=== block 1 ===
<file path="config.mk">
export PLATFORM = sky130hd
export DESIGN_NAME = input_channel_buffer
export DESIGN_NICKNAME = d
export VERILOG_FILES = /design/src/rtl/input_channel_buffer.sv
export SDC_FILE = /design/constraint.sdc
export NUM_CORES = 1
export LEC_CHECK = 0
export ABC_AREA = 1
export CAP_MARGIN = 10
export CORE_AREA = 10 10 109 111
export CTS_CLUSTER_SIZE = 20
export DETAILED_ROUTE_END_ITERATION = 10
export DIE_AREA = 0 0 119 121
export PLACE_DENSITY = 0.95
export SLEW_MARGIN = 25
export SYNTH_ARGS = -nofsm -noshare
export SYNTH_HDL_FRONTEND = slang
export SYNTH_SLANG_ARGS = --single-unit
</file>
<file path="constraint.sdc">
create_clock -name clock -period 6.11 [get_ports clock]
set_clock_uncertainty 0.05 [all_clocks]
set_input_delay 0.611 -clock clock [delete_from_list [all_inputs] [get_ports clock]]
set_output_delay 0.611 -clock clock [all_outputs]
set_load 0.1 [all_outputs]
</file>
<file path="src/rtl/input_channel_buffer.sv">
// Input channel buffer: circular packet FIFO between an upstream link and a PE input channel.
// Link and input-channel bundles are flattened into individual ports.
module input_channel_buffer #(
  parameter int FIFO_DEPTH   = 4,
  parameter int PACKET_WIDTH = 32,
  localparam int PTR_W = $clog2(FIFO_DEPTH),
  localparam int CNT_W = PTR_W + 1
) (
  input  logic                    clock,
  input  logic                    reset,
  input  logic                    enable,
  input  logic                    link_req,
  input  logic [PACKET_WIDTH-1:0] link_packet,
  output logic                    link_ack,
  output logic [PACKET_WIDTH-1:0] input_channel_packet,
  output logic                    input_channel_empty,
  output logic [CNT_W-1:0]        input_channel_count,
  input  logic                    input_channel_dequeue,
  output logic                    underflow,
  output logic                    quiescent
);

  logic [PACKET_WIDTH-1:0] fifo_q [FIFO_DEPTH];
  logic [PTR_W-1:0]        head_q, head_d;
  logic [PTR_W-1:0]        tail_q, tail_d;
  logic [CNT_W-1:0]        count_q, count_d;
  logic                    underflow_q, underflow_d;
  logic                    full;
  logic                    accept;
  logic                    deq_valid;
  logic                    deq_empty;

  // A full buffer never accepts, even when the head is leaving this cycle.
  assign full      = (count_q == CNT_W'(FIFO_DEPTH));
  assign accept    = enable && link_req && !full;
  assign deq_valid = enable && input_channel_dequeue && (count_q != '0);
  assign deq_empty = enable && input_channel_dequeue && (count_q == '0);

  assign link_ack             = accept && !reset;
  assign input_channel_packet = fifo_q[head_q];
  assign input_channel_empty  = (count_q == '0);
  assign input_channel_count  = count_q;
  assign quiescent            = (count_q == '0);
  assign underflow            = underflow_q;

  always_comb begin
    head_d      = head_q;
    tail_d      = tail_q;
    count_d     = count_q;
    underflow_d = underflow_q | deq_empty;
    if (accept) begin
      tail_d = tail_q + PTR_W'(1);
    end
    if (deq_valid) begin
      head_d = head_q + PTR_W'(1);
    end
    case ({accept, deq_valid})
      2'b10:   count_d = count_q + CNT_W'(1);
      2'b01:   count_d = count_q - CNT_W'(1);
      default: count_d = count_q;
    endcase
  end

  always_ff @(posedge clock or posedge reset) begin
    if (reset) begin
      head_q      <= '0;
      tail_q      <= '0;
      count_q     <= '0;
      underflow_q <= 1'b0;
    end else begin
      head_q      <= head_d;
      tail_q      <= tail_d;
      count_q     <= count_d;
      underflow_q <= underflow_d;
    end
  end

  // Storage is not reset; a stray write while reset is held lands in a slot treated as empty.
  always_ff @(posedge clock) begin
    if (accept) begin
      fifo_q[tail_q] <= link_packet;
    end
  end

endmodule
</file>
=== block 2 ===
[src/rtl/trap_sequencer.sv]
// Trap entry / MRET return sequencer: accepts one commit-stage report, drains the
// pipeline, pulses the CSR unit for one cycle, then redirects fetch via valid/ready.
module trap_sequencer #(
   parameter int XLEN          = 32,
   parameter int DRAIN_TIMEOUT = 16
) (
   input  logic            clk,
   input  logic            nrst,
   input  logic            excp_valid,
   input  logic [5:0]      excp_flags,
   input  logic [XLEN-1:0] excp_pc,
   input  logic [XLEN-1:0] excp_tval,
   input  logic            mret_valid,
   output logic            excp_ready,
   output logic            flush,
   input  logic            drain_done,
   output logic [5:0]      trap_flags,
   output logic [XLEN-1:0] trap_pc,
   output logic [XLEN-1:0] trap_tval,
   output logic [4:0]      trap_cause,
   output logic            mret_commit,
   input  logic [XLEN-1:0] handler_addr,
   input  logic [XLEN-1:0] epc_value,
   output logic            redirect_valid,
   output logic [XLEN-1:0] redirect_pc,
   input  logic            redirect_ready,
   output logic            csr_stall,
   output logic            drain_timeout
);

   localparam int CNT_W = (DRAIN_TIMEOUT > 2) ? $clog2(DRAIN_TIMEOUT) : 1;
   localparam logic [CNT_W-1:0] CNT_LAST = CNT_W'(DRAIN_TIMEOUT - 1);

   typedef enum logic [1:0] {
      IDLE,
      DRAIN,
      COMMIT,
      REDIRECT
   } state_e;

   state_e            state_q;
   logic [CNT_W-1:0]  cnt_q;
   logic              is_mret_q;
   logic [5:0]        flag_lat_q;
   logic [4:0]        cause_lat_q;
   logic [XLEN-1:0]   pc_lat_q;
   logic [XLEN-1:0]   tval_lat_q;

   logic              flush_q;
   logic [5:0]        trap_flags_q;
   logic [XLEN-1:0]   trap_pc_q;
   logic [XLEN-1:0]   trap_tval_q;
   logic [4:0]        trap_cause_q;
   logic              mret_commit_q;
   logic              redirect_valid_q;
   logic [XLEN-1:0]   redirect_pc_q;
   logic              csr_stall_q;
   logic              drain_timeout_q;

   logic [5:0]        sel_flag_d;
   logic [4:0]        sel_cause_d;

   // Flag bits: [5] store/amo misalign, [4] load misalign, [3] ebreak, [2] ecall,
   // [1] illegal instruction, [0] instruction address misalign.
   always_comb begin
      sel_flag_d  = 6'b000000;
      sel_cause_d = 5'd0;
      if (excp_flags[0]) begin
         sel_flag_d  = 6'b000001;
         sel_cause_d = 5'd0;
      end else if (excp_flags[1]) begin
         sel_flag_d  = 6'b000010;
         sel_cause_d = 5'd2;
      end else if (excp_flags[3]) begin
         sel_flag_d  = 6'b001000;
         sel_cause_d = 5'd3;
      end else if (excp_flags[2]) begin
         sel_flag_d  = 6'b000100;
         sel_cause_d = 5'd11;
      end else if (excp_flags[4]) begin
         sel_flag_d  = 6'b010000;
         sel_cause_d = 5'd4;
      end else if (excp_flags[5]) begin
         sel_flag_d  = 6'b100000;
         sel_cause_d = 5'd6;
      end
   end

   always_ff @(posedge clk or negedge nrst) begin
      if (!nrst) begin
         state_q          <= IDLE;
         cnt_q            <= '0;
         is_mret_q        <= 1'b0;
         flag_lat_q       <= '0;
         cause_lat_q      <= '0;
         pc_lat_q         <= '0;
         tval_lat_q       <= '0;
         flush_q          <= 1'b0;
         trap_flags_q     <= '0;
         trap_pc_q        <= '0;
         trap_tval_q      <= '0;
         trap_cause_q     <= '0;
         mret_commit_q    <= 1'b0;
         redirect_valid_q <= 1'b0;
         redirect_pc_q    <= '0;
         csr_stall_q      <= 1'b0;
         drain_timeout_q  <= 1'b0;
      end else begin
         // CSR-facing pulses only live for the single COMMIT cycle.
         trap_flags_q    <= '0;
         trap_pc_q       <= '0;
         trap_tval_q     <= '0;
         trap_cause_q    <= '0;
         mret_commit_q   <= 1'b0;
         drain_timeout_q <= 1'b0;

         case (state_q)
            IDLE: begin
               if (excp_valid && (excp_flags != 6'b000000)) begin
                  state_q     <= DRAIN;
                  cnt_q       <= '0;
                  is_mret_q   <= 1'b0;
                  flag_lat_q  <= sel_flag_d;
                  cause_lat_q <= sel_cause_d;
                  pc_lat_q    <= excp_pc;
                  tval_lat_q  <= excp_tval;
                  flush_q     <= 1'b1;
                  csr_stall_q <= 1'b1;
               end else if (mret_valid) begin
                  state_q     <= DRAIN;
                  cnt_q       <= '0;
                  is_mret_q   <= 1'b1;
                  flag_lat_q  <= '0;
                  cause_lat_q <= '0;
                  pc_lat_q    <= '0;
                  tval_lat_q  <= '0;
                  flush_q     <= 1'b1;
                  csr_stall_q <= 1'b1;
               end
            end

            DRAIN: begin
               cnt_q <= cnt_q + CNT_W'(1);
               if (drain_done || (cnt_q == CNT_LAST)) begin
                  state_q         <= COMMIT;
                  flush_q         <= 1'b0;
                  drain_timeout_q <= ~drain_done;
                  if (is_mret_q) begin
                     mret_commit_q <= 1'b1;
                  end else begin
                     trap_flags_q <= flag_lat_q;
                     trap_pc_q    <= pc_lat_q;
                     trap_tval_q  <= tval_lat_q;
                     trap_cause_q <= cause_lat_q;
                  end
               end
            end

            // Target is sampled while the CSR update is still in flight.
            COMMIT: begin
               state_q          <= REDIRECT;
               redirect_valid_q <= 1'b1;
               redirect_pc_q    <= is_mret_q ? epc_value : handler_addr;
            end

            REDIRECT: begin
               if (redirect_ready) begin
                  state_q          <= IDLE;
                  redirect_valid_q <= 1'b0;
                  csr_stall_q      <= 1'b0;
               end
            end

            default: begin
               state_q          <= IDLE;
               flush_q          <= 1'b0;
               redirect_valid_q <= 1'b0;
               csr_stall_q      <= 1'b0;
            end
         endcase
      end
   end

   assign excp_ready     = (state_q == IDLE);
   assign flush          = flush_q;
   assign trap_flags     = trap_flags_q;
   assign trap_pc        = trap_pc_q;
   assign trap_tval      = trap_tval_q;
   assign trap_cause     = trap_cause_q;
   assign mret_commit    = mret_commit_q;
   assign redirect_valid = redirect_valid_q;
   assign redirect_pc    = redirect_pc_q;
   assign csr_stall      = csr_stall_q;
   assign drain_timeout  = drain_timeout_q;

endmodule

[config.mk]
export PLATFORM = sky130hd
export DESIGN_NAME = trap_sequencer
export DESIGN_NICKNAME = d
export VERILOG_FILES = /design/src/rtl/trap_sequencer.sv
export SDC_FILE = /design/constraint.sdc
export NUM_CORES = 1
export LEC_CHECK = 0
export ABC_AREA = 1
export CAP_MARGIN = 20
export CORE_AREA = 2 2 113 196
export CTS_BUF_LIST = sky130_fd_sc_hd__clkbuf_16
export DETAILED_ROUTE_END_ITERATION = 16
export DIE_AREA = 0 0 115 198
export PLACE_DENSITY = 0.72
export SLEW_MARGIN = 25
export SYNTH_ARGS = -nofsm -noshare
export SYNTH_HDL_FRONTEND = slang
export SYNTH_SLANG_ARGS = --single-unit
[constraint.sdc]
create_clock -name clk -period 3.17 [get_ports clk]
set_clock_uncertainty 0.15 [all_clocks]
set_input_delay 0.951 -clock clk [delete_from_list [all_inputs] [get_ports clk]]
set_output_delay 0.951 -clock clk [all_outputs]
set_load 0.05 [all_outputs]
### Clock distribution, block 2

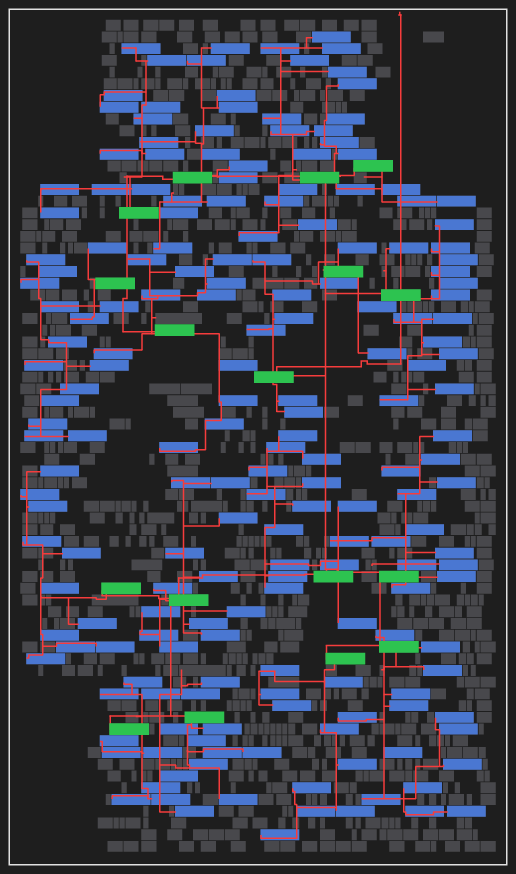
Red marks clock wires, length 2,220 um. Green marks clock drivers, count 17. Blue marks flip-flops, count 190.
There are 18 routed clock nets.
clock insertion delay at the later pin of the skew report: 0.43 ns

==> notes.md, block 2 <==
Results of the flow run.

The number of global-route vias before repair came to 6,266. Entering global routing, the biggest net connects 73 pins. The achievable clock frequency stands at 366 MHz. The number of antenna violations at the first check in global routing stands at 1. Before CTS, the worst setup slack after placement is 0.451 ns. The met3 usage in global routing stands at 3.83%. CTS built an H-tree with a depth of 4. Across all stage logs, warnings added up to 29. The worst setup path is launched from a register. The run finished with clean final reports. In the setup report, the worst path falls into the class register to output pin. Summed over all failing endpoints, the final setup total negative slack is 0 ns. The end-of-flow timing check tallies setup violations at 0.

The layout report gives the register share of total cell area as 41.1%. The required time of the critical path stands at 2.07 ns. The global-route congestion overflow total stands at 0.

The minimum setup slack among reg-to-reg paths stands at 1.11 ns. The report shows a maximum critical-path fanout of 5. Per the layout report, the design carries 269 non-clock buffers.

The number of buffer and inverter instances along the worst setup path stands at 2. Of the cells placed in the final design, the portion with a size suffix greater than 1 is 17.7%. The die is 198 um tall.
==> block 2: synthesized netlist by cell type, drive strengths merged <==
| library cell | n |
|---|---|
| a21oi | 3 |
| buf | 41 |
| clkbuf | 12 |
| conb | 1 |
| dfrtp | 190 |
| ha | 5 |
| inv | 80 |
| nand2 | 156 |
| nand3 | 84 |
| nand4 | 1 |
| nor2 | 120 |
| nor3 | 1 |
| o21ai | 132 |
| o21bai | 1 |
| xor2 | 1 |
==> block 2: logic make-up after synthesis <==
kind of cell / count (synthesis) / synth area share [%]
flip-flops: 190 / 57.1
AND-OR/OR-AND: 136 / 11.2
other: 1 / 0.0450
buffers and inverters: 133 / 8.76
adder cells (fa/ha/maj): 5 / 0.752
XOR/XNOR: 1 / 0.105
AND/OR/NAND/NOR: 362 / 22.0
==> block 2: flip-flops by register name (all words and copies together), names as in the netlist, 4 cells and up <==
signal	cells
cnt_q	4
flag_lat_q	6
pc_lat_q	32
redirect_pc	32
trap_flags	6
trap_pc	32
trap_tval	32
tval_lat_q	32
### Clock wiring as the flow saved it, block 1

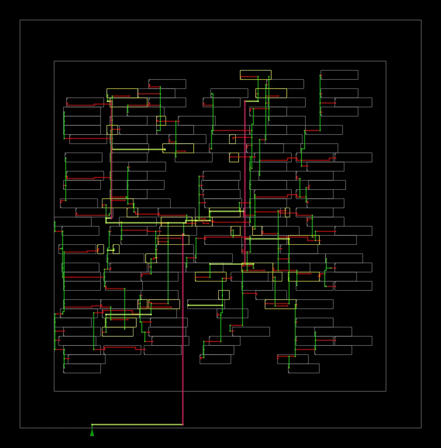
Num CTS Buffers: 17
count of clock-net buffers in the final layout: 17
Clock Sink Count: 136

### Pin placement, block 1

Pins as bars across the die edge, other pins in gray.
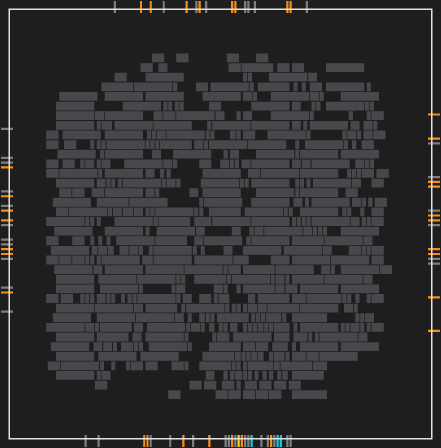
Yellow marks link_req, pins 1, direction input, edge bottom. Cyan marks input_channel_count, pins 3, direction output, edge bottom. Orange marks input_channel_packet, pins 32, direction output, edge 10 right, 8 top, 7 left, 7 bottom.
Die Y-Extent: 121 um
x dimension of the die: 119 um
Port Buf Inserts: 75

==> notes.md, block 1 <==
Results of the flow run.

The run finished with clean final reports. Summed over all instances, the cell type with the most area after synthesis is sky130_fd_sc_hd__edfxtp_1. Counting flops with an async set or reset pin after synthesis yields a share of 5.88%.

Recorded from the global router log, the overflow total was 0. Data on the critical path is required at its endpoint by 5.45 ns. The clock distribution area overhead in the final layout stands at 7.71%. RePlAce ended its routability-driven mode at a weighted congestion of 0.791. The post-synth tally of flip-flops with integrated enable stands at 128. The top cell type by area accounts for 68.5% of the synthesized area. The cell count after placement stands at 630.

Once synthesis finished, the tally of register bits stood at 136. The wire length of the first global-routing pass stands at 17.6 mm. The worst setup path is of the register to output pin kind. The gate count after technology mapping stands at 442. The highest metal layer carrying signal wires in the routed design is met4.

CTS placed an instance of sky130_fd_sc_hd__clkbuf_8 at the clock tree root. After clock tree synthesis, the repair step resized 0 gates. The estimated wirelength of the detail-placed design stands at 6.74 mm. The floorplan report lists the tap cell count as 133. The violation tally from detailed-route iteration zero stands at 227. The met2 capacity usage during global routing stands at 28.7%.

Per the final report, max-transition violations number 0. The number of distinct standard cells referenced by the synthesized netlist stands at 19. The count of antenna-violating nets left after detailed routing stands at 0. The proportion of synthesized chip area in sequential cells stands at 72.0%. The largest buffer count on any clock path stands at 2. The highest fanout seen on the critical path stands at 85.

met2 is the most crowded layer.
## block 1: path summary, 6_finish.rpt
path	start	endpoint	slack (ns)	cells past startpoint
worst max-delay path	head_q[0]	input_channel_packet[8]	1.98	5
worst min-delay path	reset	tail_q[1]	0.34	2
worst max register to register	input_channel_count[0]	input_channel_count[2]	3.94	10
worst min register to register	underflow	underflow	0.44	1
max in group asynchronous	reset	head_q[1]	5.43	2
min in group clock	underflow	underflow	0.44	1
## block 1: sequential cells by signal, indices dropped and copies added, names as in the netlist
| register | cells |
|---|---|
| fifo_q | 128 |
| input_channel_count | 3 |
| tail_q | 2 |
| underflow | 1 |
| head_q | 2 |
## block 1: worst max-delay path, cell delays in order (launching register included)
cell	delay [ns]
sky130_fd_sc_hd__dfrtp_1	0.41
sky130_fd_sc_hd__inv_4	0.55
sky130_fd_sc_hd__buf_4	0.51
sky130_fd_sc_hd__o211ai_1	0.16
sky130_fd_sc_hd__nand2_1	0.12
sky130_fd_sc_hd__clkdlybuf4s50_1	1.15
## block 1: synth_stat cells (all sizes together) (2+ instances only)
library cell,count
buf,20
clkbuf,2
dfrtp,8
edfxtp,128
ha,5
inv,83
nand2,114
nand3,7
nor2,6
o211ai,64

=== block 3 ===
### Pin placement, block 3

Pins as bars across the die edge, other pins in gray.
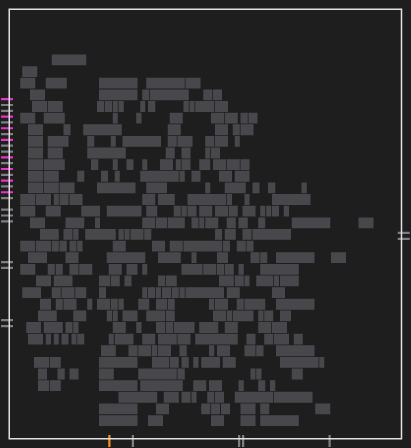
--- config.mk ---
export PLATFORM = sky130hd
export DESIGN_NAME = ws2812_bit_enc
export DESIGN_NICKNAME = d
export VERILOG_FILES = /design/src/rtl/ws2812_pkg.sv /design/src/rtl/ws2812_bit_enc.sv
export SDC_FILE = /design/constraint.sdc
export NUM_CORES = 1
export LEC_CHECK = 0
export CAP_MARGIN = 25
export CORE_ASPECT_RATIO = 1.1
export CORE_MARGIN = 2
export CORE_UTILIZATION = 30
export DETAILED_ROUTE_END_ITERATION = 10
export GPL_TIMING_DRIVEN = 0
export HOLD_SLACK_MARGIN = 0.05
export SYNTH_ARGS = -nofsm -noshare
export SYNTH_HDL_FRONTEND = slang
export SYNTH_SLANG_ARGS = --single-unit
--- constraint.sdc ---
create_clock -name clk_in -period 5.53 [get_ports clk_in]
set_input_delay 1.3825 -clock clk_in [delete_from_list [all_inputs] [get_ports clk_in]]
set_output_delay 1.3825 -clock clk_in [all_outputs]
set_load 0.1 [all_outputs]
--- src/rtl/ws2812_pkg.sv ---
// Shared WS2812 encoder/controller types and nominal timing constants (200 MHz clock).
package ws2812_pkg;

  localparam int unsigned CNT_W = 8;

  typedef enum logic [1:0] {
    ENC_IDLE = 2'd0,
    ENC_HIGH = 2'd1,
    ENC_LOW  = 2'd2
  } enc_state_t;

  localparam logic [CNT_W-1:0] T0H_NOM  = 8'd80;
  localparam logic [CNT_W-1:0] T1H_NOM  = 8'd160;
  localparam logic [CNT_W-1:0] TBIT_NOM = 8'd249;

  // Reset/latch low time for the controller: 280 us at 5 ns per clock.
  localparam int unsigned CNT_280_US = 56000;

endpackage

--- src/rtl/ws2812_bit_enc.sv ---
// WS2812 single-bit NRZ encoder: long high for '1', short high for '0', then low to the end of the bit.
module ws2812_bit_enc
  import ws2812_pkg::*;
#(
  parameter logic OUT_INV = 1'b0
) (
  input  logic             clk_in,
  input  logic             rst_n_in,
  input  logic             bit_rdy_in,
  input  logic             bit_data_in,
  input  logic [CNT_W-1:0] t0h_cnt_in,
  input  logic [CNT_W-1:0] t1h_cnt_in,
  input  logic [CNT_W-1:0] tbit_cnt_in,
  output logic             bit_done_out,
  output logic             busy_out,
  output logic             ovf_out,
  output logic             ws2812_dout
);

  enc_state_t       state_q, state_nxt;
  logic [CNT_W-1:0] cnt_q, cnt_nxt;
  logic [CNT_W-1:0] th_q, th_nxt;
  logic [CNT_W-1:0] tl_q, tl_nxt;
  logic [CNT_W-1:0] th_calc, tl_calc;
  logic             done_q, done_nxt;
  logic             busy_q, busy_nxt;
  logic             ovf_q, ovf_nxt;
  logic             dout_q, dout_nxt;

  // State, counter and output registers; reset forces the line to its idle level at once.
  always_ff @(posedge clk_in or negedge rst_n_in) begin
    if (!rst_n_in) begin
      state_q <= ENC_IDLE;
      cnt_q   <= '0;
      th_q    <= '0;
      tl_q    <= '0;
      done_q  <= 1'b0;
      busy_q  <= 1'b0;
      ovf_q   <= 1'b0;
      dout_q  <= OUT_INV;
    end else begin
      state_q <= state_nxt;
      cnt_q   <= cnt_nxt;
      th_q    <= th_nxt;
      tl_q    <= tl_nxt;
      done_q  <= done_nxt;
      busy_q  <= busy_nxt;
      ovf_q   <= ovf_nxt;
      dout_q  <= dout_nxt;
    end
  end

  // Next state; outputs are derived from the next state so they line up with the registered state.
  always_comb begin
    state_nxt = state_q;
    cnt_nxt   = cnt_q;
    th_nxt    = th_q;
    tl_nxt    = tl_q;
    ovf_nxt   = ovf_q;

    // High time is never zero and the low phase never wraps.
    th_calc = bit_data_in ? t1h_cnt_in : t0h_cnt_in;
    if (th_calc == '0) th_calc = CNT_W'(1);
    tl_calc = (tbit_cnt_in > th_calc) ? CNT_W'(tbit_cnt_in - th_calc) : CNT_W'(1);

    unique case (state_q)
      ENC_IDLE: begin
        if (bit_rdy_in) begin
          state_nxt = ENC_HIGH;
          cnt_nxt   = '0;
          th_nxt    = th_calc;
          tl_nxt    = tl_calc;
        end
      end
      ENC_HIGH: begin
        if (cnt_q == CNT_W'(th_q - CNT_W'(1))) begin
          state_nxt = ENC_LOW;
          cnt_nxt   = '0;
        end else begin
          cnt_nxt = CNT_W'(cnt_q + CNT_W'(1));
        end
      end
      ENC_LOW: begin
        if (cnt_q == CNT_W'(tl_q - CNT_W'(1))) begin
          state_nxt = ENC_IDLE;
          cnt_nxt   = '0;
        end else begin
          cnt_nxt = CNT_W'(cnt_q + CNT_W'(1));
        end
      end
      default: begin
        state_nxt = ENC_IDLE;
        cnt_nxt   = '0;
      end
    endcase

    if (bit_rdy_in && (state_q != ENC_IDLE)) ovf_nxt = 1'b1;

    busy_nxt = (state_nxt != ENC_IDLE);
    dout_nxt = (state_nxt == ENC_HIGH) ^ OUT_INV;
    done_nxt = (state_nxt == ENC_LOW) && (cnt_nxt == CNT_W'(tl_nxt - CNT_W'(1)));
  end

  assign bit_done_out = done_q;
  assign busy_out     = busy_q;
  assign ovf_out      = ovf_q;
  assign ws2812_dout  = dout_q;

endmodule

==> notes.md <==
Results of the flow run.

The multi-input combinational gate total stands at 232. For hold timing, the worst endpoint is ovf_out. After synthesis, the largest area contributor takes up 29.8% of total cell area. The flow ran to the end, and the final reports show no timing, DRC or antenna violations. Summed over all instances, the cell type with the most area after synthesis is sky130_fd_sc_hd__dfrtp_1. STA on the placed design reports a worst setup slack of -0.450 ns. The number of clock sinks stands at 30.

STA classifies the critical path endpoint as a register. The net switching fraction of the power stands at 45.5%. In the finished design, the share of the clock period the worst path needs comes to 93.9%. The xor/xnor share of the synthesized area stands at 11.0%.

The count of fill cells added during filler insertion stands at 852. The overall routing resource usage stands at 14.7%. The wire length recorded after detailed routing is 6.56 mm. The tally of clock buffers in the finished layout stands at 6.

The design draws 1430 uW.
## Picture notes: 'Pin placement' of block 3
Orange marks clk_in, pins 1, direction input, edge bottom. Magenta marks t0h_cnt_in, pins 8, direction input, edge left.
All pins by edge: 25 left, 5 bottom, 2 right.
x dimension of the die: 91.3 um
Die Y-Extent: 100 um
Port Buf Inserts: 30

[kinds of logic after synthesis]
| logic type | Yosys count |
|---|---|
| AND-OR/OR-AND | 72 |
| XOR/XNOR | 30 |
| adder cells (fa/ha/maj) | 13 |
| buffers and inverters | 24 |
| flip-flops | 30 |
| multiplexers | 9 |
| AND/OR/NAND/NOR | 108 |
[sequential cells by signal, indices dropped and copies added, names as in the netlist]
register,count
cnt_q,8
th_q,8
tl_q,8
state_q,2
bit_done_out,1
busy_out,1
ovf_out,1
ws2812_dout,1
[per-layer routing]
metal | vias up | GRT usage, % | wire length (um)
met4 | 0 | 5.13 | 154
met5 | - | 0 | 0
met2 | 79 | 25.7 | 3170
met1 | 1091 | 18.7 | 2940
li1 | 1143 | - | -
met3 | 14 | 1.80 | 303
[power by group through the flow]
stage / logic [uW] / clock network (uW) / registers, uW
2_1_floorplan: 628 / 0 / 412
3_3_place_gp: 817 / 0 / 406
3_5_place_dp: 831 / 0 / 408
4_1_cts: 837 / 190 / 404
5_1_grt: 929 / 200 / 420
6_report: 839 / 187 / 405


## Gallery

Cell sizes after repair.
Bar = 20 um.
image #1
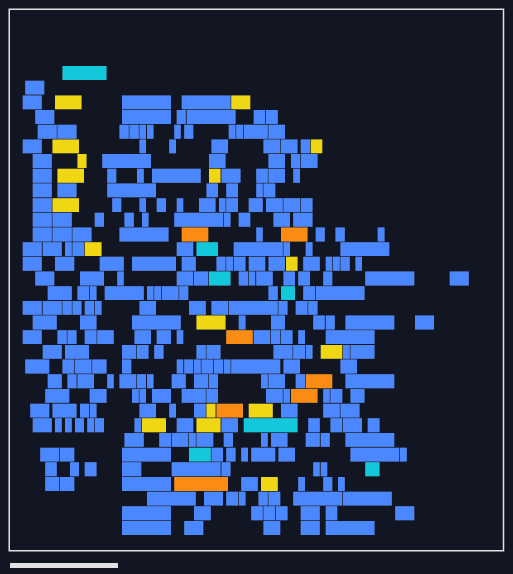
image #2
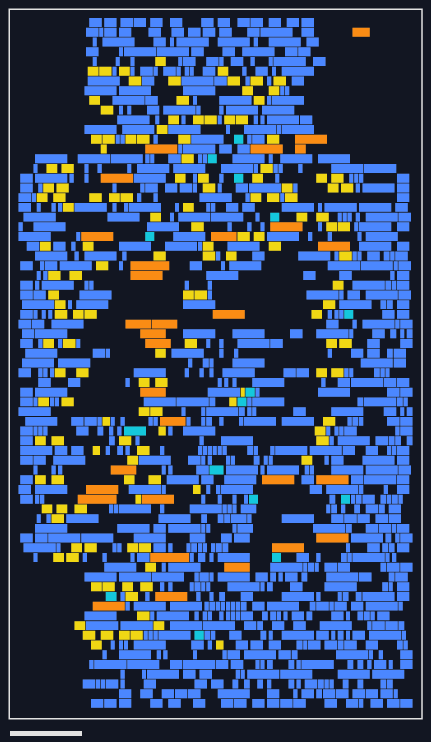
image #3
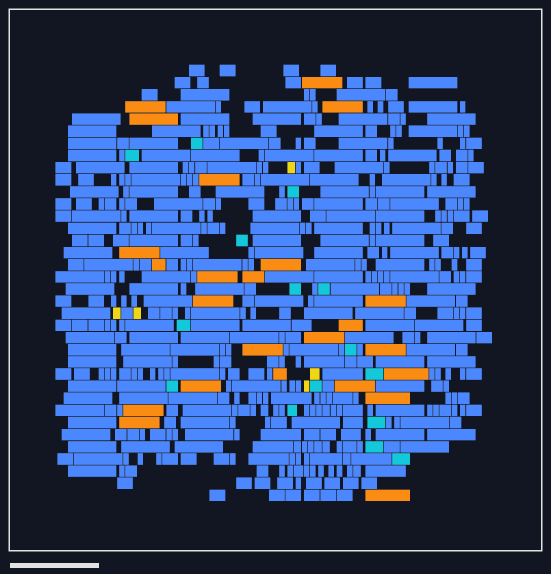
The one with the largest die is image #2.
image #1 -> block 3
image #3 -> block 1
image #2 -> block 2

Power and IR drop assume default switching activity.
